# ---- srl_fifo_ctl ----
Fig. 1: srl_fifo_ctl, the clock network
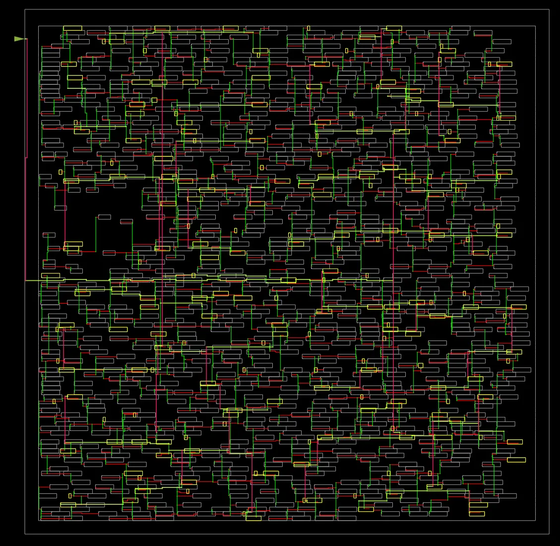

<file path="src/rtl/dsp_pkg.sv">
// Shared constants for the sample-rate elastic buffers in the DSP chain.
package dsp_pkg;

  localparam int unsigned SRL_DEPTH = 128;
  localparam int unsigned SRL_AW    = 7;
  localparam int unsigned FIFO_W    = 8;
  // SRL entries plus the registered output stage.
  localparam int unsigned FIFO_CAP  = SRL_DEPTH + 1;
  localparam int unsigned LVL_W     = $clog2(FIFO_CAP + 1);

endpackage

</file>
<file path="src/rtl/srl128x8e.sv">
// 128-deep, 8-bit addressable shift register with clock enable.
// Newest entry sits at address 0; read port is asynchronous.
module srl128x8e
  import dsp_pkg::*;
(
  input  logic              clk,
  input  logic              ce,
  input  logic [SRL_AW-1:0] a,
  input  logic [FIFO_W-1:0] d,
  output logic [FIFO_W-1:0] q
);

  logic [FIFO_W-1:0] mem_q [SRL_DEPTH];

  // Shift in new data at tap 0 when enabled; storage is never reset.
  always_ff @(posedge clk) begin
    if (ce) begin
      mem_q[0] <= d;
      for (int i = 1; i < int'(SRL_DEPTH); i++) begin
        mem_q[i] <= mem_q[i-1];
      end
    end
  end

  assign q = mem_q[a];

endmodule

</file>
<file path="src/rtl/srl_fifo_ctl.sv">
// First-word-fall-through FIFO sequencer around a single SRL128x8 with a
// registered valid/ready output stage.
module srl_fifo_ctl
  import dsp_pkg::*;
#(
  parameter int unsigned AF_LEVEL = 112,
  parameter int unsigned AE_LEVEL = 8
) (
  input  logic              clk,
  input  logic              rst,
  input  logic              flush,
  input  logic [FIFO_W-1:0] din,
  input  logic              wr_en,
  output logic              wr_rdy,
  output logic [FIFO_W-1:0] dout,
  output logic              dout_vld,
  input  logic              rd_en,
  output logic [LVL_W-1:0]  level,
  output logic              almost_full,
  output logic              almost_empty,
  output logic              ovf,
  output logic              udf
);

  localparam logic [LVL_W:0]   AfLvl   = (LVL_W+1)'(AF_LEVEL);
  localparam logic [LVL_W:0]   AeLvl   = (LVL_W+1)'(AE_LEVEL);
  localparam logic [LVL_W-1:0] CntFull = LVL_W'(SRL_DEPTH);

  logic [LVL_W-1:0]  cnt_q, cnt_d;
  logic [FIFO_W-1:0] dout_q, dout_d;
  logic              dout_vld_q, dout_vld_d;
  logic              ovf_q, ovf_d;
  logic              udf_q, udf_d;

  logic              push, load;
  logic [SRL_AW-1:0] srl_a;
  logic [FIFO_W-1:0] srl_q;

  // Full is judged on registered count only: no write-through when full.
  assign wr_rdy = (cnt_q != CntFull);
  assign push   = wr_en && wr_rdy;
  assign load   = (cnt_q != '0) && (!dout_vld_q || rd_en);
  // Oldest entry; wraps to 127 when the SRL is full, don't-care when empty.
  assign srl_a  = cnt_q[SRL_AW-1:0] - SRL_AW'(1);

  srl128x8e u_srl (
    .clk (clk),
    .ce  (push),
    .a   (srl_a),
    .d   (din),
    .q   (srl_q)
  );

  // Next-state: occupancy, output stage and sticky error flags.
  always_comb begin
    cnt_d      = cnt_q + {{(LVL_W-1){1'b0}}, push} - {{(LVL_W-1){1'b0}}, load};
    dout_d     = load ? srl_q : dout_q;
    dout_vld_d = load ? 1'b1 : (rd_en ? 1'b0 : dout_vld_q);
    ovf_d      = ovf_q | (wr_en && !wr_rdy);
    udf_d      = udf_q | (rd_en && !dout_vld_q);
    if (flush) begin
      cnt_d      = '0;
      dout_vld_d = 1'b0;
    end
  end

  // State register with synchronous reset.
  always_ff @(posedge clk) begin
    if (rst) begin
      cnt_q      <= '0;
      dout_q     <= '0;
      dout_vld_q <= 1'b0;
      ovf_q      <= 1'b0;
      udf_q      <= 1'b0;
    end else begin
      cnt_q      <= cnt_d;
      dout_q     <= dout_d;
      dout_vld_q <= dout_vld_d;
      ovf_q      <= ovf_d;
      udf_q      <= udf_d;
    end
  end

  assign dout         = dout_q;
  assign dout_vld     = dout_vld_q;
  assign ovf          = ovf_q;
  assign udf          = udf_q;
  assign level        = cnt_q + {{(LVL_W-1){1'b0}}, dout_vld_q};
  assign almost_full  = ({1'b0, level} >= AfLvl);
  assign almost_empty = ({1'b0, level} <= AeLvl);

endmodule

</file>
<file path="config.mk">
export PLATFORM = sky130hd
export DESIGN_NAME = srl_fifo_ctl
export DESIGN_NICKNAME = d
export VERILOG_FILES = /design/src/rtl/dsp_pkg.sv /design/src/rtl/srl128x8e.sv /design/src/rtl/srl_fifo_ctl.sv
export SDC_FILE = /design/constraint.sdc
export NUM_CORES = 1
export LEC_CHECK = 0
export ABC_AREA = 1
export CELL_PAD_IN_SITES_DETAIL_PLACEMENT = 1
export CELL_PAD_IN_SITES_GLOBAL_PLACEMENT = 2
export CORE_MARGIN = 8
export CORE_UTILIZATION = 47
export DETAILED_ROUTE_END_ITERATION = 6
export PLACE_DENSITY_LB_ADDON = 0.1
export SYNTH_ARGS = -nofsm -noshare
export SYNTH_HDL_FRONTEND = slang
export SYNTH_SLANG_ARGS = --single-unit
</file>
<file path="constraint.sdc">
create_clock -name clk -period 39.9 [get_ports clk]
set_input_delay 7.98 -clock clk [delete_from_list [all_inputs] [get_ports clk]]
set_output_delay 7.98 -clock clk [all_outputs]
set_load 0.05 [all_outputs]
</file>
# ---- sat_add_arb_flat ----
===== config.mk =====
export PLATFORM = sky130hd
export DESIGN_NAME = sat_add_arb_flat
export DESIGN_NICKNAME = d
export VERILOG_FILES = /design/src/rtl/sat_add_arb_pkg.sv /design/src/rtl/sat_add_arb_if.sv /design/src/rtl/CLA_add_16.sv /design/src/rtl/sat_add_arb_rr_arb2.sv /design/src/rtl/sat_add_arb.sv /design/src/flat_wrapper.sv
export SDC_FILE = /design/constraint.sdc
export NUM_CORES = 1
export LEC_CHECK = 0
export CAP_MARGIN = 20
export CORE_MARGIN = 1.5
export CORE_UTILIZATION = 52
export DETAILED_ROUTE_END_ITERATION = 6
export GPL_ROUTABILITY_DRIVEN = 0
export PLACE_DENSITY = 0.94
export SLEW_MARGIN = 20
export SYNTH_ARGS = -nofsm -noshare
export SYNTH_HDL_FRONTEND = slang
export SYNTH_HIERARCHICAL = 1
export SYNTH_SLANG_ARGS = --single-unit

===== constraint.sdc =====
create_clock -name clk -period 7.75 [get_ports clk]
set_input_delay 0.775 -clock clk [delete_from_list [all_inputs] [get_ports clk]]
set_output_delay 0.775 -clock clk [all_outputs]
set_load 0.02 [all_outputs]

===== src/rtl/sat_add_arb_pkg.sv =====
// Shared types and constants for the two-requester saturating adder block.
package sat_add_arb_pkg;

    // Width of the requester tag carried through the pipeline.
    localparam int REQ_ID_W = 1;

    // Saturation limits of a signed 16-bit result.
    localparam logic [15:0] SAT_POS = 16'h7FFF;
    localparam logic [15:0] SAT_NEG = 16'h8000;

    // One completed add as held in the response register.
    typedef struct packed {
        logic [REQ_ID_W-1:0] id;
        logic [15:0]         sum;
        logic                ovfl;
    } rsp_t;

endpackage


===== src/rtl/sat_add_arb_if.sv =====
// Request/response bundle between the two requesters, the consumer and the adder block.
interface sat_add_arb_if;
    import sat_add_arb_pkg::*;

    logic                req0_valid;
    logic [15:0]         req0_a;
    logic [15:0]         req0_b;
    logic                req0_ready;
    logic                req1_valid;
    logic [15:0]         req1_a;
    logic [15:0]         req1_b;
    logic                req1_ready;
    logic                rsp_valid;
    logic [REQ_ID_W-1:0] rsp_id;
    logic [15:0]         rsp_sum;
    logic                rsp_ovfl;
    logic                rsp_ready;

    // Requester/consumer side.
    modport master (
        output req0_valid, req0_a, req0_b,
        output req1_valid, req1_a, req1_b,
        output rsp_ready,
        input  req0_ready, req1_ready,
        input  rsp_valid, rsp_id, rsp_sum, rsp_ovfl
    );

    // Adder block side.
    modport slave (
        input  req0_valid, req0_a, req0_b,
        input  req1_valid, req1_a, req1_b,
        input  rsp_ready,
        output req0_ready, req1_ready,
        output rsp_valid, rsp_id, rsp_sum, rsp_ovfl
    );

endinterface


===== src/rtl/CLA_add_16.sv =====
// Library 16-bit carry-lookahead adder with signed saturation on overflow.
module CLA_add_16
    import sat_add_arb_pkg::*;
(
    output logic [15:0] Sum,
    output logic        Ovfl,
    input  logic [15:0] A,
    input  logic [15:0] B
);

    logic [15:0] gen;
    logic [15:0] prop;
    logic [15:0] carry;
    logic [15:0] raw;
    logic [2:0]  grp_g;
    logic [2:0]  grp_p;

    // Group generate/propagate give the carries at nibble boundaries, then clamp on signed overflow.
    always_comb begin
        gen   = A & B;
        prop  = A ^ B;
        grp_g = '0;
        grp_p = '0;
        carry = '0;
        for (int k = 0; k < 3; k++) begin
            grp_p[k] = &prop[4*k +: 4];
            grp_g[k] = gen[4*k+3]
                     | (prop[4*k+3] & gen[4*k+2])
                     | (prop[4*k+3] & prop[4*k+2] & gen[4*k+1])
                     | (prop[4*k+3] & prop[4*k+2] & prop[4*k+1] & gen[4*k]);
        end
        for (int i = 0; i < 15; i++) begin
            if (i % 4 == 3) begin
                carry[i+1] = grp_g[i/4] | (grp_p[i/4] & carry[i-3]);
            end else begin
                carry[i+1] = gen[i] | (prop[i] & carry[i]);
            end
        end
        raw  = prop ^ carry;
        Ovfl = (A[15] == B[15]) && (raw[15] != A[15]);
        if (Ovfl) begin
            Sum = A[15] ? SAT_NEG : SAT_POS;
        end else begin
            Sum = raw;
        end
    end

endmodule


===== src/rtl/sat_add_arb_rr_arb2.sv =====
// Two-input round-robin arbiter; a tie goes to the requester that did not win last.
module rr_arb2 (
    input  logic clk,
    input  logic rst_n,
    input  logic valid0,
    input  logic valid1,
    input  logic enable,
    output logic grant0,
    output logic grant1
);

    logic last_grant;

    assign grant0 = enable & valid0 & (~valid1 | last_grant);
    assign grant1 = enable & valid1 & (~valid0 | ~last_grant);

    // Remember the most recent winner; reset points at requester 1 so requester 0 wins the first tie.
    always_ff @(posedge clk or negedge rst_n) begin
        if (!rst_n) begin
            last_grant <= 1'b1;
        end else if (grant0) begin
            last_grant <= 1'b0;
        end else if (grant1) begin
            last_grant <= 1'b1;
        end
    end

endmodule


===== src/rtl/sat_add_arb.sv =====
// Shares one saturating adder between two requesters through an operand stage and a response stage.
module sat_add_arb
    import sat_add_arb_pkg::*;
#(
    parameter int CNT_W = 8
) (
    input  logic             clk,
    input  logic             rst_n,
    sat_add_arb_if.slave     bus,
    output logic [CNT_W-1:0] sat_cnt,
    input  logic             sat_clr
);

    logic                op_valid;
    logic [REQ_ID_W-1:0] op_id;
    logic [15:0]         op_a;
    logic [15:0]         op_b;
    logic                rsp_valid;
    rsp_t                rsp_q;
    logic                rsp_take;
    logic                s2_free;
    logic                s1_adv;
    logic                s1_free;
    logic                grant0;
    logic                grant1;
    logic [15:0]         add_sum;
    logic                add_ovfl;

    assign rsp_take = rsp_valid & bus.rsp_ready;
    assign s2_free  = ~rsp_valid | rsp_take;
    assign s1_adv   = op_valid & s2_free;
    assign s1_free  = ~op_valid | s1_adv;

    // Grants are only offered when the operand stage can take a new operation.
    rr_arb2 u_arb (
        .clk    (clk),
        .rst_n  (rst_n),
        .valid0 (bus.req0_valid),
        .valid1 (bus.req1_valid),
        .enable (s1_free),
        .grant0 (grant0),
        .grant1 (grant1)
    );

    assign bus.req0_ready = s1_free & grant0;
    assign bus.req1_ready = s1_free & grant1;

    CLA_add_16 u_add (
        .Sum  (add_sum),
        .Ovfl (add_ovfl),
        .A    (op_a),
        .B    (op_b)
    );

    // Operand stage: capture the granted request, or empty out when the held op moves on.
    always_ff @(posedge clk or negedge rst_n) begin
        if (!rst_n) begin
            op_valid <= 1'b0;
            op_id    <= '0;
            op_a     <= '0;
            op_b     <= '0;
        end else if (s1_free) begin
            op_valid <= grant0 | grant1;
            if (grant1) begin
                op_id <= REQ_ID_W'(1);
                op_a  <= bus.req1_a;
                op_b  <= bus.req1_b;
            end else if (grant0) begin
                op_id <= '0;
                op_a  <= bus.req0_a;
                op_b  <= bus.req0_b;
            end
        end
    end

    // Response stage: load the adder result whenever the current response is gone or being taken.
    always_ff @(posedge clk or negedge rst_n) begin
        if (!rst_n) begin
            rsp_valid <= 1'b0;
            rsp_q     <= '0;
        end else if (s2_free) begin
            rsp_valid <= s1_adv;
            if (s1_adv) begin
                rsp_q.id   <= op_id;
                rsp_q.sum  <= add_sum;
                rsp_q.ovfl <= add_ovfl;
            end
        end
    end

    // Count delivered overflow responses, sticking at all-ones; clear wins over an increment.
    always_ff @(posedge clk or negedge rst_n) begin
        if (!rst_n) begin
            sat_cnt <= '0;
        end else if (sat_clr) begin
            sat_cnt <= '0;
        end else if (rsp_take && rsp_q.ovfl && !(&sat_cnt)) begin
            sat_cnt <= sat_cnt + CNT_W'(1);
        end
    end

    assign bus.rsp_valid = rsp_valid;
    assign bus.rsp_id    = rsp_q.id;
    assign bus.rsp_sum   = rsp_q.sum;
    assign bus.rsp_ovfl  = rsp_q.ovfl;

endmodule


===== src/flat_wrapper.sv =====
// flat-port wrapper written by rule: the top's interface ports become plain ports
module sat_add_arb_flat import sat_add_arb_pkg::*;
#(
    parameter int CNT_W = 8
)
  (clk, rst_n, sat_cnt, sat_clr, bus_req0_valid, bus_req0_a, bus_req0_b, bus_req1_valid, bus_req1_a, bus_req1_b, bus_rsp_ready, bus_req0_ready, bus_req1_ready, bus_rsp_valid, bus_rsp_id, bus_rsp_sum, bus_rsp_ovfl);
  sat_add_arb_if bus_i ();
  input  logic clk;
  input  logic rst_n;
  output logic [CNT_W-1:0] sat_cnt;
  input  logic sat_clr;
  input wire logic [$bits(bus_i.req0_valid)-1:0] bus_req0_valid;
  input wire logic [$bits(bus_i.req0_a)-1:0] bus_req0_a;
  input wire logic [$bits(bus_i.req0_b)-1:0] bus_req0_b;
  input wire logic [$bits(bus_i.req1_valid)-1:0] bus_req1_valid;
  input wire logic [$bits(bus_i.req1_a)-1:0] bus_req1_a;
  input wire logic [$bits(bus_i.req1_b)-1:0] bus_req1_b;
  input wire logic [$bits(bus_i.rsp_ready)-1:0] bus_rsp_ready;
  output wire logic [$bits(bus_i.req0_ready)-1:0] bus_req0_ready;
  output wire logic [$bits(bus_i.req1_ready)-1:0] bus_req1_ready;
  output wire logic [$bits(bus_i.rsp_valid)-1:0] bus_rsp_valid;
  output wire logic [$bits(bus_i.rsp_id)-1:0] bus_rsp_id;
  output wire logic [$bits(bus_i.rsp_sum)-1:0] bus_rsp_sum;
  output wire logic [$bits(bus_i.rsp_ovfl)-1:0] bus_rsp_ovfl;
  assign bus_i.req0_valid = bus_req0_valid;
  assign bus_i.req0_a = bus_req0_a;
  assign bus_i.req0_b = bus_req0_b;
  assign bus_i.req1_valid = bus_req1_valid;
  assign bus_i.req1_a = bus_req1_a;
  assign bus_i.req1_b = bus_req1_b;
  assign bus_i.rsp_ready = bus_rsp_ready;
  assign bus_req0_ready = bus_i.req0_ready;
  assign bus_req1_ready = bus_i.req1_ready;
  assign bus_rsp_valid = bus_i.rsp_valid;
  assign bus_rsp_id = bus_i.rsp_id;
  assign bus_rsp_sum = bus_i.rsp_sum;
  assign bus_rsp_ovfl = bus_i.rsp_ovfl;
  sat_add_arb #(.CNT_W(CNT_W)) u_core (.clk(clk), .rst_n(rst_n), .bus(bus_i), .sat_cnt(sat_cnt), .sat_clr(sat_clr));
endmodule

Fig. 2: sat_add_arb_flat, M2 wires
(4 px per um) Cells faint in the background.
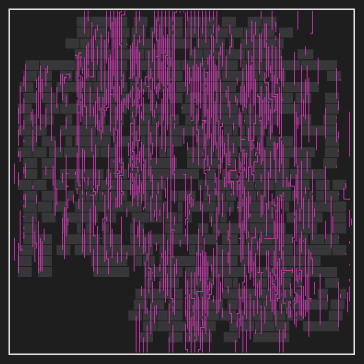
share of all routed wire	52%
longest straight run	53.7 um
wire length on this layer	4300 um
Routed WL: 8.297 mm
via count: 2905

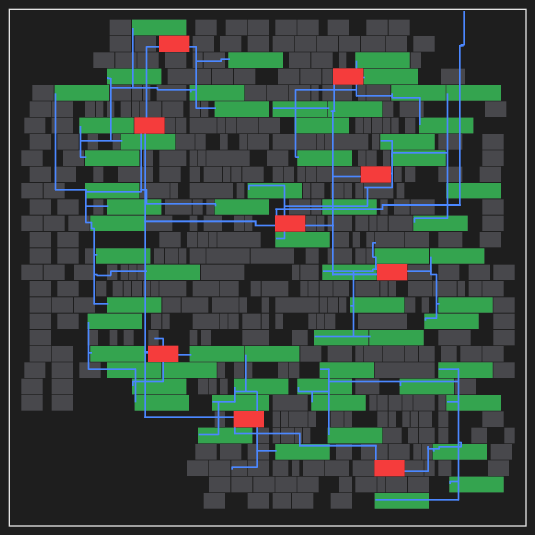
Fig. 3. Routed clock nets over the placement (sat_add_arb_flat).
(6 px per um)
[red] clock-net drivers | count: 9
[green] flip-flops | count: 62
[blue] clock wires | length: 807 um
routed clock nets	10
clk latency late pin: 0.35 ns
Power Clock: 284 uW

==> results.txt, sat_add_arb_flat <==
flow finished, numbers: status=complete, no violations, yosys aoi share=0.1166, comb pwr=around 1300 uW, Layout Nets=~530, Log Warnings=26, # fillers=about 470, Hold Fails Final Rpt=0, Hold WC Path Type=flop to flop, flip-flops=roughly 62, Design Area, Final=between 4000 and 5000 um2, Crit path max-delay family=buffers and inverters, multi-input combinational area share=0.3954, Die ar.=7375 um2, critical path fanouts, max=35, Most Crowded Layer GR=met2, # diodes=0, Slew Viols, Final=0
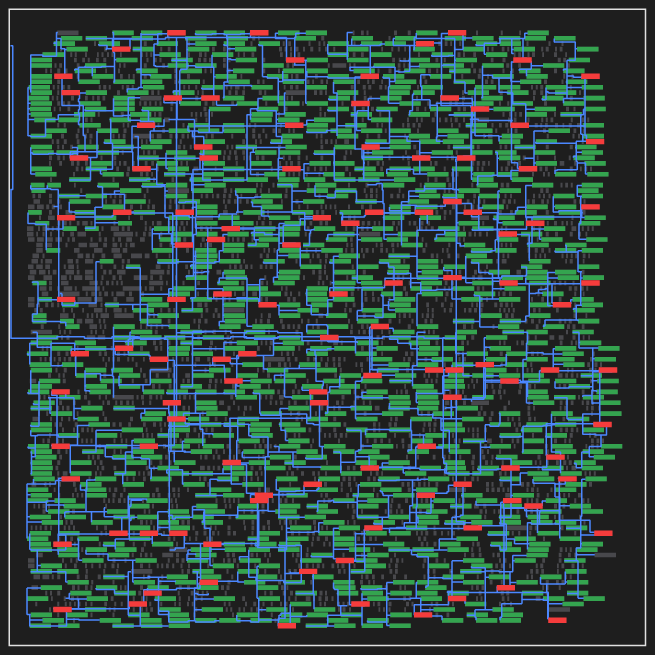
Fig. 4. Routed clock nets over the placement (srl_fifo_ctl).
(2 px per um)
[green] flip-flops | count: 1043
[red] clock-net drivers | count: 113
[blue] clock wires | length: 14100 um
flops lie	spread over the die
skew final: 0.01775 ns
Power Clock: 1080 uW
clk latency late pin: 0.68 ns
Clk pwr share: 0.250

About Fig. 1:
clock buffers: 141
Num CTS Buffers: 113
flip-flops: 1043
clk sinks: 1043

==> results.txt, srl_fifo_ctl <==
flow finished, numbers: Highest Signal Layer=met4, P_seq=about 1400 uW, P_leak=0.01693 uW, NonClk Buf Share=0.01362, HP Start=u_srl.mem_q[62][1]$_DFFE_PP_, status=complete, no violations, number of DRC markers in iteration 0=between 2k and 3k, most numerous logic cell after layout=nand2_1, critical path fanouts, max=between 100 and 150, max-cap check violation count=0, flop share of the area=0.6541, Synth logic family=simple AND/OR/NAND/NOR gates, Final period util=0.3455, RSZ-0062 raised after global routing=no, Crit path max-delay family=buffers and inverters, Post-DRT Antenna Nets=0, pre-CTS setup slack=~25 ns, post-DP HPWL=53.19 mm, global routing usage on met2=0.3367

# ---- vga_timing_gen ----
Fig. 5: vga_timing_gen, the clock network
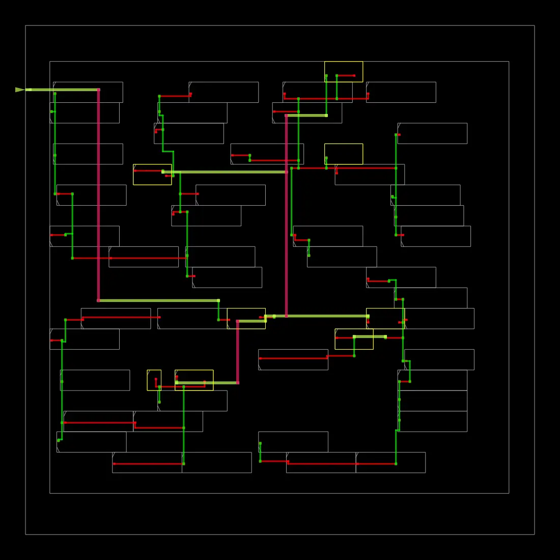

===== config.mk =====
export PLATFORM = sky130hd
export DESIGN_NAME = vga_timing_gen
export DESIGN_NICKNAME = d
export VERILOG_FILES = /design/src/rtl/vga_timing_pkg.sv /design/src/rtl/vga_axis_counter.sv /design/src/rtl/vga_timing_gen.sv
export SDC_FILE = /design/constraint.sdc
export NUM_CORES = 1
export LEC_CHECK = 0
export CAP_MARGIN = 20
export CORE_MARGIN = 3
export CORE_UTILIZATION = 58
export DETAILED_ROUTE_END_ITERATION = 6
export PLACE_DENSITY = 0.83
export SETUP_SLACK_MARGIN = 0.2
export SYNTH_ARGS = -nofsm -noshare
export SYNTH_HDL_FRONTEND = slang
export SYNTH_SLANG_ARGS = --single-unit

===== constraint.sdc =====
create_clock -name clk_in -period 5.6 [get_ports clk_in]
set_input_delay 1.12 -clock clk_in [delete_from_list [all_inputs] [get_ports clk_in]]
set_output_delay 1.12 -clock clk_in [all_outputs]
set_load 0.005 [all_outputs]

===== src/rtl/vga_timing_pkg.sv =====
// Shared raster timing constants for the VGA output path (640x480@60 defaults)
// and the coordinate-width helper used by the timing generator.
package vga_timing_pkg;

    localparam int DEF_H_ACTIVE = 640;
    localparam int DEF_H_FP     = 16;
    localparam int DEF_H_SYNC   = 96;
    localparam int DEF_H_BP     = 48;

    localparam int DEF_V_ACTIVE = 480;
    localparam int DEF_V_FP     = 10;
    localparam int DEF_V_SYNC   = 2;
    localparam int DEF_V_BP     = 33;

    localparam logic SYNC_ACTIVE_LOW  = 1'b0;
    localparam logic SYNC_ACTIVE_HIGH = 1'b1;

    // Counter width wide enough to hold the larger of the two raster totals.
    function automatic int coord_width(input int h_total, input int v_total);
        return $clog2((h_total > v_total) ? h_total : v_total);
    endfunction

    localparam int DEF_H_TOTAL = DEF_H_ACTIVE + DEF_H_FP + DEF_H_SYNC + DEF_H_BP;
    localparam int DEF_V_TOTAL = DEF_V_ACTIVE + DEF_V_FP + DEF_V_SYNC + DEF_V_BP;
    localparam int DEF_COORD_W = coord_width(DEF_H_TOTAL, DEF_V_TOTAL);

endpackage


===== src/rtl/vga_axis_counter.sv =====
// Modulo-TOTAL position counter for one raster axis; wrap flags the step
// from TOTAL-1 back to 0 so the next axis can be chained off it.
module vga_axis_counter #(
    parameter int TOTAL = 800,
    parameter int W     = 10
) (
    input  logic         clk_in,
    input  logic         reset_n,
    input  logic         inc,
    input  logic         clr,
    output logic [W-1:0] cnt,
    output logic         wrap
);

    localparam logic [W-1:0] LAST = W'(TOTAL - 1);

    logic [W-1:0] cnt_d;
    logic [W-1:0] cnt_q;

    always_comb begin
        wrap  = inc && (cnt_q == LAST);
        cnt_d = cnt_q;
        if (clr) begin
            cnt_d = '0;
        end else if (inc) begin
            cnt_d = wrap ? '0 : cnt_q + 1'b1;
        end
    end

    always_ff @(posedge clk_in or negedge reset_n) begin
        if (!reset_n) begin
            cnt_q <= '0;
        end else begin
            cnt_q <= cnt_d;
        end
    end

    assign cnt = cnt_q;

endmodule


===== src/rtl/vga_timing_gen.sv =====
// Raster timing generator: two chained axis counters hold the next position,
// and every output is a registered decode of that position (1 clk latency).
module vga_timing_gen
    import vga_timing_pkg::*;
#(
    parameter int   H_ACTIVE  = DEF_H_ACTIVE,
    parameter int   H_FP      = DEF_H_FP,
    parameter int   H_SYNC    = DEF_H_SYNC,
    parameter int   H_BP      = DEF_H_BP,
    parameter int   V_ACTIVE  = DEF_V_ACTIVE,
    parameter int   V_FP      = DEF_V_FP,
    parameter int   V_SYNC    = DEF_V_SYNC,
    parameter int   V_BP      = DEF_V_BP,
    parameter logic HSYNC_POL = SYNC_ACTIVE_LOW,
    parameter logic VSYNC_POL = SYNC_ACTIVE_LOW,
    localparam int  H_TOTAL   = H_ACTIVE + H_FP + H_SYNC + H_BP,
    localparam int  V_TOTAL   = V_ACTIVE + V_FP + V_SYNC + V_BP,
    localparam int  COORD_W   = coord_width(H_TOTAL, V_TOTAL)
) (
    input  logic               clk_in,
    input  logic               reset_n,
    input  logic               en,
    input  logic               sync_clr,
    output logic               hsync,
    output logic               vsync,
    output logic               active,
    output logic [COORD_W-1:0] pix_x,
    output logic [COORD_W-1:0] pix_y,
    output logic               line_start,
    output logic               frame_start
);

    if (H_ACTIVE <= 0 || H_FP <= 0 || H_SYNC <= 0 || H_BP <= 0 ||
        V_ACTIVE <= 0 || V_FP <= 0 || V_SYNC <= 0 || V_BP <= 0) begin : g_param_check
        $error("vga_timing_gen: every timing parameter must be non-zero");
    end

    localparam logic [COORD_W-1:0] H_ACT_C  = COORD_W'(H_ACTIVE);
    localparam logic [COORD_W-1:0] HS_START = COORD_W'(H_ACTIVE + H_FP);
    localparam logic [COORD_W-1:0] HS_END   = COORD_W'(H_ACTIVE + H_FP + H_SYNC);
    localparam logic [COORD_W-1:0] V_ACT_C  = COORD_W'(V_ACTIVE);
    localparam logic [COORD_W-1:0] VS_START = COORD_W'(V_ACTIVE + V_FP);
    localparam logic [COORD_W-1:0] VS_END   = COORD_W'(V_ACTIVE + V_FP + V_SYNC);

    logic [COORD_W-1:0] h_cnt;
    logic [COORD_W-1:0] v_cnt;
    logic               h_wrap;
    logic               v_wrap;

    vga_axis_counter #(.TOTAL(H_TOTAL), .W(COORD_W)) u_h_axis (
        .clk_in  (clk_in),
        .reset_n (reset_n),
        .inc     (en),
        .clr     (sync_clr),
        .cnt     (h_cnt),
        .wrap    (h_wrap)
    );

    vga_axis_counter #(.TOTAL(V_TOTAL), .W(COORD_W)) u_v_axis (
        .clk_in  (clk_in),
        .reset_n (reset_n),
        .inc     (h_wrap),
        .clr     (sync_clr),
        .cnt     (v_cnt),
        .wrap    (v_wrap)
    );

    // End of frame can only occur on the last pixel of a line.
    assert property (@(posedge clk_in) disable iff (!reset_n)
                     v_wrap |-> (h_cnt == COORD_W'(H_TOTAL - 1)));

    logic [COORD_W-1:0] pix_x_d, pix_x_q;
    logic [COORD_W-1:0] pix_y_d, pix_y_q;
    logic               active_d, active_q;
    logic               hsync_d, hsync_q;
    logic               vsync_d, vsync_q;
    logic               line_start_d, line_start_q;
    logic               frame_start_d, frame_start_q;

    // Strobes default low so they last exactly one clk per presented position.
    always_comb begin
        pix_x_d       = pix_x_q;
        pix_y_d       = pix_y_q;
        active_d      = active_q;
        hsync_d       = hsync_q;
        vsync_d       = vsync_q;
        line_start_d  = 1'b0;
        frame_start_d = 1'b0;
        if (sync_clr) begin
            pix_x_d  = '0;
            pix_y_d  = '0;
            active_d = 1'b0;
            hsync_d  = ~HSYNC_POL;
            vsync_d  = ~VSYNC_POL;
        end else if (en) begin
            pix_x_d       = h_cnt;
            pix_y_d       = v_cnt;
            active_d      = (h_cnt < H_ACT_C) && (v_cnt < V_ACT_C);
            hsync_d       = (h_cnt >= HS_START && h_cnt < HS_END) ? HSYNC_POL : ~HSYNC_POL;
            vsync_d       = (v_cnt >= VS_START && v_cnt < VS_END) ? VSYNC_POL : ~VSYNC_POL;
            line_start_d  = (h_cnt == '0);
            frame_start_d = (h_cnt == '0) && (v_cnt == '0);
        end
    end

    always_ff @(posedge clk_in or negedge reset_n) begin
        if (!reset_n) begin
            pix_x_q       <= '0;
            pix_y_q       <= '0;
            active_q      <= 1'b0;
            hsync_q       <= ~HSYNC_POL;
            vsync_q       <= ~VSYNC_POL;
            line_start_q  <= 1'b0;
            frame_start_q <= 1'b0;
        end else begin
            pix_x_q       <= pix_x_d;
            pix_y_q       <= pix_y_d;
            active_q      <= active_d;
            hsync_q       <= hsync_d;
            vsync_q       <= vsync_d;
            line_start_q  <= line_start_d;
            frame_start_q <= frame_start_d;
        end
    end

    assign pix_x       = pix_x_q;
    assign pix_y       = pix_y_q;
    assign active      = active_q;
    assign hsync       = hsync_q;
    assign vsync       = vsync_q;
    assign line_start  = line_start_q;
    assign frame_start = frame_start_q;

endmodule


# ---- controller_reader ----
===== src/rtl/controller_reader_sync2.sv =====
// rtl/controller_reader_sync2.sv - two-flop synchroniser resetting to the idle line level
module sync2_m (
  input  logic clk,
  input  logic rst_n,
  input  logic d,
  output logic q
);

  logic meta;

  // Resolve the asynchronous line into the clock domain; reset to 1 so an idle line reads released.
  always_ff @(posedge clk or negedge rst_n) begin
    if (!rst_n) begin
      meta <= 1'b1;
      q    <= 1'b1;
    end else begin
      meta <= d;
      q    <= meta;
    end
  end

endmodule


===== src/rtl/controller_reader.sv =====
// rtl/controller_reader.sv - NES-style gamepad poller with atomic CPU-readable snapshots
module controller_reader #(
  parameter int HALF_PERIOD  = 76,
  parameter int LATCH_PERIOD = 151
) (
  input  logic       clk_12_5875,
  input  logic       rst_B,
  input  logic       poll_start,
  output logic       ctrl_latch,
  output logic       ctrl_clk,
  input  logic       ctrl_data0,
  input  logic       ctrl_data1,
  input  logic       cpu_select,
  input  logic       cpu_reg,
  output logic [7:0] data_out,
  output logic       busy,
  output logic       poll_done
);

  typedef enum logic [1:0] {
    IDLE  = 2'd0,
    LATCH = 2'd1,
    LOW   = 2'd2,
    HIGH  = 2'd3
  } state_t;

  localparam logic [7:0] HALF_LAST  = 8'(HALF_PERIOD - 1);
  localparam logic [7:0] LATCH_LAST = 8'(LATCH_PERIOD - 1);

  state_t     state, state_next;
  logic [7:0] cnt, cnt_next;
  logic [2:0] bit_idx, bit_next;
  logic       shift_en, capture;
  logic [7:0] sh0, sh1;
  logic [7:0] buttons0, buttons1;
  logic       line0, line1;
  logic       pressed0, pressed1;

  sync2_m u_sync0 (
    .clk   (clk_12_5875),
    .rst_n (rst_B),
    .d     (ctrl_data0),
    .q     (line0)
  );

  sync2_m u_sync1 (
    .clk   (clk_12_5875),
    .rst_n (rst_B),
    .d     (ctrl_data1),
    .q     (line1)
  );

  // Controller lines are active-low; flip so a pressed button is a 1.
  assign pressed0 = ~line0;
  assign pressed1 = ~line1;

  // Sequence latch, then eight low/high clock phases; shift at the end of each low phase.
  always_comb begin
    state_next = state;
    cnt_next   = cnt;
    bit_next   = bit_idx;
    shift_en   = 1'b0;
    capture    = 1'b0;
    case (state)
      IDLE: begin
        // The cycle poll_done is high counts as the tail of the finished poll, so a request there is dropped.
        if (poll_start && !poll_done) begin
          state_next = LATCH;
          cnt_next   = 8'd0;
        end
      end
      LATCH: begin
        if (cnt == LATCH_LAST) begin
          state_next = LOW;
          cnt_next   = 8'd0;
          bit_next   = 3'd0;
        end else begin
          cnt_next = cnt + 8'd1;
        end
      end
      LOW: begin
        if (cnt == HALF_LAST) begin
          shift_en   = 1'b1;
          state_next = HIGH;
          cnt_next   = 8'd0;
        end else begin
          cnt_next = cnt + 8'd1;
        end
      end
      HIGH: begin
        if (cnt == HALF_LAST) begin
          cnt_next = 8'd0;
          if (bit_idx == 3'd7) begin
            capture    = 1'b1;
            state_next = IDLE;
          end else begin
            bit_next   = bit_idx + 3'd1;
            state_next = LOW;
          end
        end else begin
          cnt_next = cnt + 8'd1;
        end
      end
      default: state_next = IDLE;
    endcase
  end

  // State, shift registers, snapshots and registered pin/status outputs.
  always_ff @(posedge clk_12_5875 or negedge rst_B) begin
    if (!rst_B) begin
      state      <= IDLE;
      cnt        <= 8'd0;
      bit_idx    <= 3'd0;
      sh0        <= 8'h00;
      sh1        <= 8'h00;
      buttons0   <= 8'h00;
      buttons1   <= 8'h00;
      poll_done  <= 1'b0;
      ctrl_latch <= 1'b0;
      ctrl_clk   <= 1'b0;
      busy       <= 1'b0;
    end else begin
      state   <= state_next;
      cnt     <= cnt_next;
      bit_idx <= bit_next;
      if (shift_en) begin
        sh0 <= {sh0[6:0], pressed0};
        sh1 <= {sh1[6:0], pressed1};
      end
      // Both snapshots change on one edge so the CPU never sees a half-updated pair.
      if (capture) begin
        buttons0 <= sh0;
        buttons1 <= sh1;
      end
      poll_done  <= capture;
      ctrl_latch <= (state_next == LATCH);
      ctrl_clk   <= (state_next == HIGH);
      busy       <= (state_next != IDLE);
    end
  end

  assign data_out = cpu_select ? (cpu_reg ? buttons1 : buttons0) : 8'h00;

endmodule


===== config.mk =====
export PLATFORM = sky130hd
export DESIGN_NAME = controller_reader
export DESIGN_NICKNAME = d
export VERILOG_FILES = /design/src/rtl/controller_reader_sync2.sv /design/src/rtl/controller_reader.sv
export SDC_FILE = /design/constraint.sdc
export NUM_CORES = 1
export LEC_CHECK = 0
export CAP_MARGIN = 5
export CORE_UTILIZATION = 35
export DETAILED_ROUTE_END_ITERATION = 10
export PLACE_DENSITY = 0.56
export SETUP_SLACK_MARGIN = 0.05
export SLEW_MARGIN = 5
export SYNTH_ARGS = -nofsm -noshare
export SYNTH_HDL_FRONTEND = slang
export SYNTH_HIERARCHICAL = 1
export SYNTH_SLANG_ARGS = --single-unit

===== constraint.sdc =====
create_clock -name clk_12_5875 -period 2.53 [get_ports clk_12_5875]
set_input_delay 0.253 -clock clk_12_5875 [delete_from_list [all_inputs] [get_ports clk_12_5875]]
set_output_delay 0.253 -clock clk_12_5875 [all_outputs]
set_load 0.01 [all_outputs]

# ---- ball_motion_ctrl_flat ----
### config.mk
export PLATFORM = sky130hd
export DESIGN_NAME = ball_motion_ctrl_flat
export DESIGN_NICKNAME = d
export VERILOG_FILES = /design/src/rtl/ball_motion_ctrl_if.sv /design/src/rtl/ball_motion_ctrl.sv /design/src/flat_wrapper.sv
export SDC_FILE = /design/constraint.sdc
export NUM_CORES = 1
export LEC_CHECK = 0
export ABC_AREA = 0
export CAP_MARGIN = 15
export CORE_MARGIN = 2
export CORE_UTILIZATION = 55
export CTS_CLUSTER_DIAMETER = 120
export DETAILED_ROUTE_END_ITERATION = 7
export GPL_ROUTABILITY_DRIVEN = 0
export PLACE_DENSITY = 0.86
export SYNTH_ARGS = -nofsm -noshare
export SYNTH_HDL_FRONTEND = slang
export SYNTH_SLANG_ARGS = --single-unit
### constraint.sdc
create_clock -name clk -period 7.43 [get_ports clk]
set_input_delay 0.743 -clock clk [delete_from_list [all_inputs] [get_ports clk]]
set_output_delay 0.743 -clock clk [all_outputs]
set_load 0.005 [all_outputs]
### src/rtl/ball_motion_ctrl_if.sv
// Avalon-MM slave bus bundle for ball_motion_ctrl.
//   address    : 2-bit register select
//   chipselect : slave select
//   write_n    : active-low write strobe
//   writedata  : 32-bit write data
//   readdata   : 32-bit combinational read data (driven by the slave)
interface ball_motion_ctrl_if;
  logic [1:0]  address;
  logic        chipselect;
  logic        write_n;
  logic [31:0] writedata;
  logic [31:0] readdata;

  modport master (
    output address, chipselect, write_n, writedata,
    input  readdata
  );

  modport slave (
    input  address, chipselect, write_n, writedata,
    output readdata
  );
endinterface

### src/rtl/ball_motion_ctrl.sv
// Ball motion controller: advances a ball one velocity step per video frame,
// bounces off the left/right/top walls, flags ball-lost at the bottom and
// reflects off the paddle. CPU access through an Avalon-MM slave register map:
//   0 x_pos[10:0] RW, 1 y_pos[10:0] RW, 2 vel {vy[15:8], vx[7:0]} RW,
//   3 ctrl/status {busy RO, irq_en RW, lost W1C, run RW}.
// Ports:
//   clk, reset_n       : clock, asynchronous active-low reset
//   bus (slave)        : Avalon-MM register access, readdata combinational
//   frame_tick         : one-cycle pulse per video frame
//   paddle_hit         : one-cycle pulse, ball touched paddle
//   x_pos, y_pos       : ball position to the video pipeline
//   irq                : ball-lost interrupt (only with BALL_IRQ_EN)
// Optional feature macro: BALL_IRQ_EN (irq output and RW irq_en bit).
module ball_motion_ctrl #(
  parameter int unsigned X_LIMIT = 632,
  parameter int unsigned Y_LIMIT = 472
) (
  input  logic               clk,
  input  logic               reset_n,
  ball_motion_ctrl_if.slave  bus,
  input  logic               frame_tick,
  input  logic               paddle_hit,
  output logic [10:0]        x_pos,
  output logic [10:0]        y_pos
`ifdef BALL_IRQ_EN
  ,
  output logic               irq
`endif
);

  localparam int unsigned POS_W  = 11;
  localparam int unsigned VEL_W  = 8;
  localparam int unsigned CALC_W = 13;
  localparam logic signed [CALC_W-1:0] X_LIM_S = CALC_W'(X_LIMIT);
  localparam logic signed [CALC_W-1:0] Y_LIM_S = CALC_W'(Y_LIMIT);

  typedef enum logic [1:0] {S_IDLE, S_STEP_X, S_STEP_Y, S_DONE} state_e;

  state_e                   state_q, state_d;
  logic [POS_W-1:0]         x_q, x_d, y_q, y_d;
  logic signed [VEL_W-1:0]  vx_q, vx_d, vy_q, vy_d;
  logic                     run_q, run_d, lost_q, lost_d;
  logic                     irq_en_q, irq_en_d, pend_q, pend_d;

  logic signed [CALC_W-1:0] nx, ny;
  logic                     wr_en, vy_down, busy;
  logic                     unused_wd;

  // Negation that maps -128 to +127 instead of wrapping.
  function automatic logic signed [VEL_W-1:0] neg_sat(input logic signed [VEL_W-1:0] v);
    if (v == 8'sh80) return 8'sh7f;
    return -v;
  endfunction

  assign wr_en     = bus.chipselect & ~bus.write_n;
  assign vy_down   = (vy_q > 8'sd0);
  assign busy      = (state_q != S_IDLE);
  assign nx        = $signed({2'b00, x_q}) + CALC_W'(vx_q);
  assign ny        = $signed({2'b00, y_q}) + CALC_W'(vy_q);
  assign unused_wd = ^{bus.writedata[31:16], bus.writedata[2]};

  // Next-state: FSM motion step first, then paddle, then CPU writes override.
  always_comb begin
    state_d  = state_q;
    x_d      = x_q;
    y_d      = y_q;
    vx_d     = vx_q;
    vy_d     = vy_q;
    run_d    = run_q;
    lost_d   = lost_q;
    irq_en_d = irq_en_q;
    pend_d   = pend_q;

    case (state_q)
      S_IDLE: begin
        if (frame_tick && run_q) state_d = S_STEP_X;
      end
      S_STEP_X: begin
        state_d = S_STEP_Y;
        if (nx < 0) begin
          x_d  = '0;
          vx_d = neg_sat(vx_q);
        end else if (nx > X_LIM_S) begin
          x_d  = POS_W'(X_LIMIT);
          vx_d = neg_sat(vx_q);
        end else begin
          x_d  = nx[POS_W-1:0];
        end
      end
      S_STEP_Y: begin
        state_d = S_DONE;
        if (ny < 0) begin
          y_d  = '0;
          vy_d = neg_sat(vy_q);
        end else if (ny > Y_LIM_S) begin
          y_d    = POS_W'(Y_LIMIT);
          lost_d = 1'b1;
          run_d  = 1'b0;
        end else begin
          y_d    = ny[POS_W-1:0];
        end
        // vy is owned by the wall logic this cycle; defer the paddle bounce.
        if (paddle_hit && vy_down) pend_d = 1'b1;
      end
      S_DONE: begin
        state_d = S_IDLE;
        pend_d  = 1'b0;
      end
    endcase

    // pend_q can only be set while in DONE, so it folds in here.
    if ((state_q != S_STEP_Y) && (paddle_hit || pend_q) && vy_down)
      vy_d = neg_sat(vy_q);

    if (wr_en) begin
      case (bus.address)
        2'd0: x_d = bus.writedata[POS_W-1:0];
        2'd1: y_d = bus.writedata[POS_W-1:0];
        2'd2: begin
          vx_d = $signed(bus.writedata[7:0]);
          vy_d = $signed(bus.writedata[15:8]);
        end
        2'd3: begin
          run_d  = bus.writedata[0];
          lost_d = lost_q & ~bus.writedata[1];
`ifdef BALL_IRQ_EN
          irq_en_d = bus.writedata[2];
`endif
        end
      endcase
    end

`ifndef BALL_IRQ_EN
    irq_en_d = 1'b0;
`endif
  end

  // State and register file.
  always_ff @(posedge clk or negedge reset_n) begin
    if (!reset_n) begin
      state_q  <= S_IDLE;
      x_q      <= '0;
      y_q      <= '0;
      vx_q     <= '0;
      vy_q     <= '0;
      run_q    <= 1'b0;
      lost_q   <= 1'b0;
      irq_en_q <= 1'b0;
      pend_q   <= 1'b0;
    end else begin
      state_q  <= state_d;
      x_q      <= x_d;
      y_q      <= y_d;
      vx_q     <= vx_d;
      vy_q     <= vy_d;
      run_q    <= run_d;
      lost_q   <= lost_d;
      irq_en_q <= irq_en_d;
      pend_q   <= pend_d;
    end
  end

  // Combinational read mux, forced to zero while reset is held.
  always_comb begin
    bus.readdata = '0;
    if (reset_n) begin
      case (bus.address)
        2'd0: bus.readdata = 32'(x_q);
        2'd1: bus.readdata = 32'(y_q);
        2'd2: bus.readdata = {16'h0000, vy_q, vx_q};
        2'd3: bus.readdata = 32'({busy, irq_en_q, lost_q, run_q});
      endcase
    end
  end

  assign x_pos = x_q;
  assign y_pos = y_q;

`ifdef BALL_IRQ_EN
  assign irq = reset_n & lost_q & irq_en_q;
`endif

endmodule

### src/flat_wrapper.sv
// flat-port wrapper written by rule: the top's interface ports become plain ports
module ball_motion_ctrl_flat 
#(
  parameter int unsigned X_LIMIT = 632,
  parameter int unsigned Y_LIMIT = 472
)
  (clk, reset_n, frame_tick, paddle_hit, x_pos, y_pos, bus_address, bus_chipselect, bus_write_n, bus_writedata, bus_readdata);
  ball_motion_ctrl_if bus_i ();
  input  logic clk;
  input  logic reset_n;
  input  logic frame_tick;
  input  logic paddle_hit;
  output logic [10:0] x_pos;
  output logic [10:0] y_pos;
  input wire logic [$bits(bus_i.address)-1:0] bus_address;
  input wire logic [$bits(bus_i.chipselect)-1:0] bus_chipselect;
  input wire logic [$bits(bus_i.write_n)-1:0] bus_write_n;
  input wire logic [$bits(bus_i.writedata)-1:0] bus_writedata;
  output wire logic [$bits(bus_i.readdata)-1:0] bus_readdata;
  assign bus_i.address = bus_address;
  assign bus_i.chipselect = bus_chipselect;
  assign bus_i.write_n = bus_write_n;
  assign bus_i.writedata = bus_writedata;
  assign bus_readdata = bus_i.readdata;
  ball_motion_ctrl #(.X_LIMIT(X_LIMIT), .Y_LIMIT(Y_LIMIT)) u_core (.clk(clk), .reset_n(reset_n), .bus(bus_i), .frame_tick(frame_tick), .paddle_hit(paddle_hit), .x_pos(x_pos), .y_pos(y_pos));
endmodule
Fig. 6: vga_timing_gen, routed clock nets over the placement
(8 px per um)
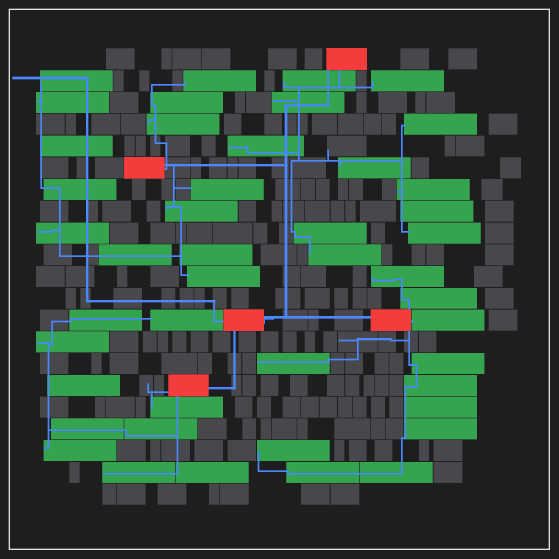
[green] flip-flops | count: 45
[blue] clock wires | length: 475 um
[red] clock-net drivers | count: 5
flops lie	spread over the die
routed clock nets	6
clk latency late pin: 0.30 ns
Clk pwr share: 0.369
skew final: 0.007413 ns
Power Clock: 215 uW

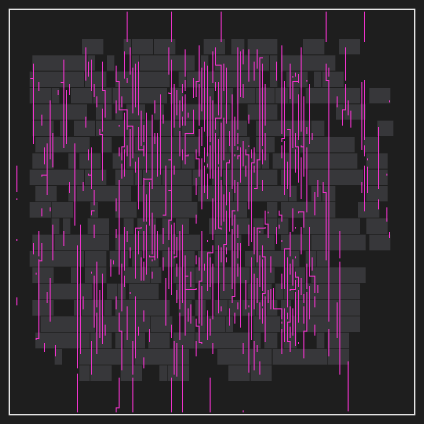
Fig. 7. M2 wires (vga_timing_gen).
(6 px per um) Cells faint in the background.
wire length on this layer	1990 um
main direction	vertical
nets with wire on the layer	212
longest straight run	40.1 um
Routed WL: 4.471 mm
via count: 1762
global routing usage on met2: 0.3202

About Fig. 5:
flip-flops: 45
Num CTS Buffers: 5
clock buffers: 7

==> results.txt, vga_timing_gen <==
flow finished, numbers: status=complete, no violations, reg-to-reg endpoint=u_v_axis.cnt[4]$_DFFE_PN0P_, Slew Viols, Final=0, YS chip area=roughly 2200 um2, worst relative slew slack=0.3681, Layout Cells excl Fill=slightly below 300, wire length per cell=roughly 15 um, Top area cell types=dfrtp_1, mux2i_1, nor2_1, worst setup path start=en, Tightest Pin Transition=0.9478 ns, crit path to=u_v_axis.cnt[4]$_DFFE_PN0P_, placed inst area=approximately 2500 um2, first-pass GRT wire length=7.686 mm, Mapped Cells=between 200 and 250, Die X=about 67 um, CP arrival=roughly 3.7 ns, I/O pin count=29
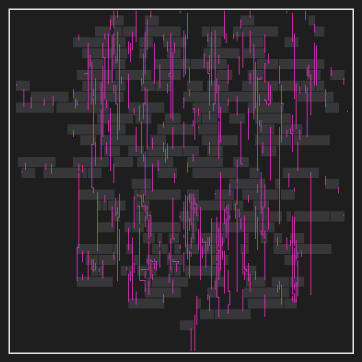
Fig. 8. M2 wires (controller_reader).
(4 px per um) Cells faint in the background.
main direction	vertical
nets with wire on the layer	187
share of all routed wire	46%
longest straight run	30.6 um
wire length on this layer	1760 um
Routed WL: 3.861 mm
via count: 1448

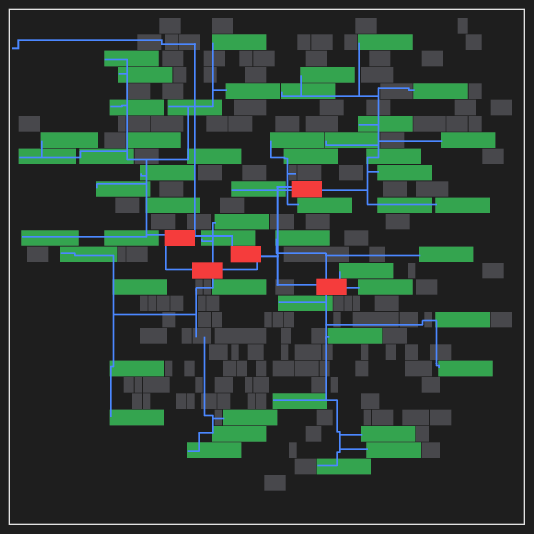
Fig. 9. Routed clock nets over the placement (controller_reader).
(6 px per um)
[green] flip-flops | count: 53
[red] clock-net drivers | count: 5
[blue] clock wires | length: 625 um
routed clock nets	6
flops lie	spread over the die
clk latency late pin: 0.29 ns
Clk pwr share: 0.274
skew final: 0.009408 ns
Power Clock: 566 uW

==> results.txt, controller_reader <==
flow finished, numbers: flip-flops=between 50 and 60, Log Warnings=27, drt via density=about 5.0, Synthesized registers=~53, Clock transition at path regs=approximately 0.10 ns, P&R area growth vs syn=13.91%, met3 Use GR=0.02695, largest net degree at the start of global routing=around 54, Num CTS Buffers=5, Period minus WS final=2.093 ns, met2 WL=roughly 1.8 mm, P_seq=roughly 1100 uW, Highest Signal Layer=met4, Comb area=1023 um2, RR Startpoint=cnt[5]$_DFFE_PN0P_, Root Driver=clkbuf_8, CTS tree=yes, Psw=~640 uW, Worst R2R Path Depth=4, Pint=between 1000 and 1500 uW, Port Buffers=18, status=complete, no violations, GR Util met1=0.1733, Seq share, synth=0.5442, DP Cell Count=~280, Pwr per Cell Area=around 740 nW/um2, vias in the first global route=~1.4k, Sequential Power Share=0.512, first-pass GRT wire length=6.989 mm
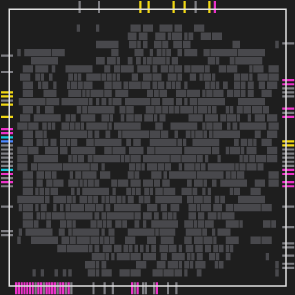
Fig. 10. Pin map (ball_motion_ctrl_flat).
(3 px per um) Pins as bars across the die edge, other pins in grey.
colour	port	pins	direction	edge
blue	bus_write_n	1	input	left
yellow	y_pos	11	output	5 top, 4 left, 2 right
magenta	bus_writedata	32	input	19 bottom, 8 right, 4 left, 1 top
cyan	bus_address	2	input	left
chip height: 91.73 um
Port Buffers: 61
Die X: 91.73 um

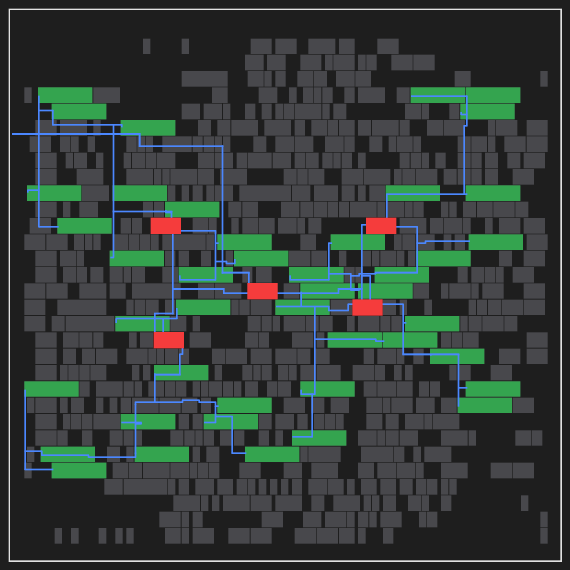
Fig. 11. Routed clock nets over the placement (ball_motion_ctrl_flat).
(6 px per um)
[blue] clock wires | length: 566 um
[green] flip-flops | count: 43
[red] clock-net drivers | count: 5
routed clock nets	6
Power Clock: 141 uW
clk latency late pin: 0.29 ns
skew final: 0.003558 ns
Clk pwr share: 0.061

==> results.txt, ball_motion_ctrl_flat <==
flow finished, numbers: setup ws final=roughly 3.4 ns, CP peak stage delay=0.93 ns, Num CTS Buffers=5, crit path max-delay cell type=nor2b_1, Layout Cells excl Fill=680, top_reg_cell synth=dfrtp_1, Top area cell types=dfrtp_1, ha_1, a21oi_1, wire length per cell=roughly 17 um, Worst R2R Path Depth=11, status=complete, no violations, first-pass GRT wire length=approximately 19 mm, fraction of layout cells with a size suffix above 1=0.04131, CTS tree=yes, # fillers=approximately 630, cell with the most instances after synthesis=nand2_1, Synth logic family=simple AND/OR/NAND/NOR gates, HP Start=u_core.lost_q$_DFF_PN0_, Slew Viols, Final=0, critical path fanouts, max=17, cts hold-fix bufs=0, global-route usage over all layers=0.2783, Design Area, Final=between 4000 and 5000 um2, critical path depth in cells=7, ordered list of cells on the worst path=clkdlybuf4s50_1, buf_4, nor2b_1, nand2_1, o21ai_0, and2_1, clkdlybuf4s50_1, # DRC=0

==> layout pictures side by side <==
Placed cells, one colour a class.
picture 1
(6 px per um) Fill, decap, tap and diode cells in grey.
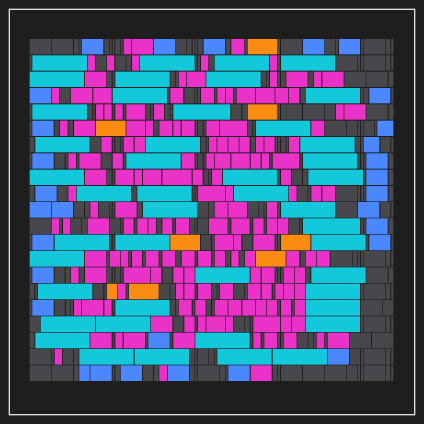
picture 2
(4 px per um) Fill, decap, tap and diode cells in grey.
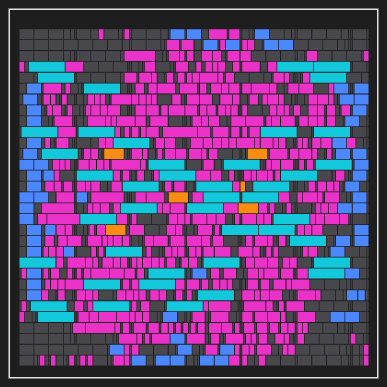
picture 3
(4 px per um) Fill, decap, tap and diode cells in grey.
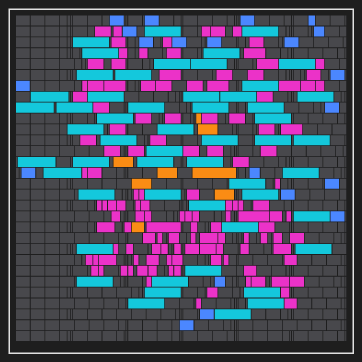
The one with the lowest utilization is picture 3.
The one with the most cells is picture 2.
| from | picture |
|---|---|
| vga_timing_gen | picture 1 |
| controller_reader | picture 3 |
| ball_motion_ctrl_flat | picture 2 |

Key to picture 3:
colour	class	cells
blue	remaining buffers and delay cells	21
orange	clock drivers and dummy loads	8
cyan	registers	53
magenta	remaining logic cells	128



## Gallery

Pin map.
Plate I
(3 px per um) Pins as bars across the die edge, other pins in grey.
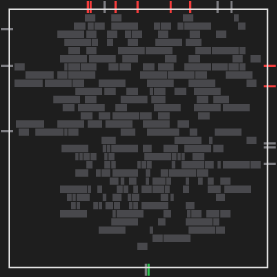
Plate II
(3 px per um) Pins as bars across the die edge, other pins in grey.
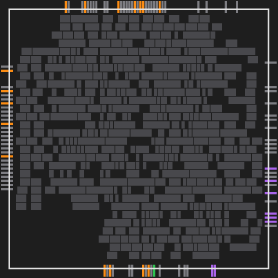
Plate III
(4 px per um) Pins as bars across the die edge, other pins in grey.
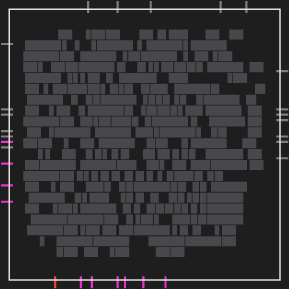
Plate IV
Pins as bars across the die edge, other pins in grey.
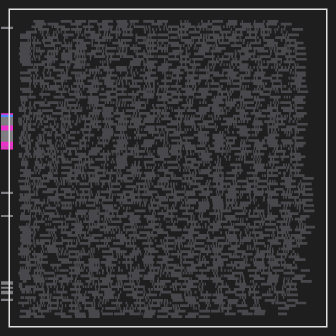
Of these, fewest pins: Plate I
Of these, most pins: Plate II
| picture | from |
|---|---|
| Plate III | vga_timing_gen |
| Plate IV | srl_fifo_ctl |
| Plate I | controller_reader |
| Plate II | sat_add_arb_flat |

Power figures rest on the tool's default switching activity, not on a simulated workload.
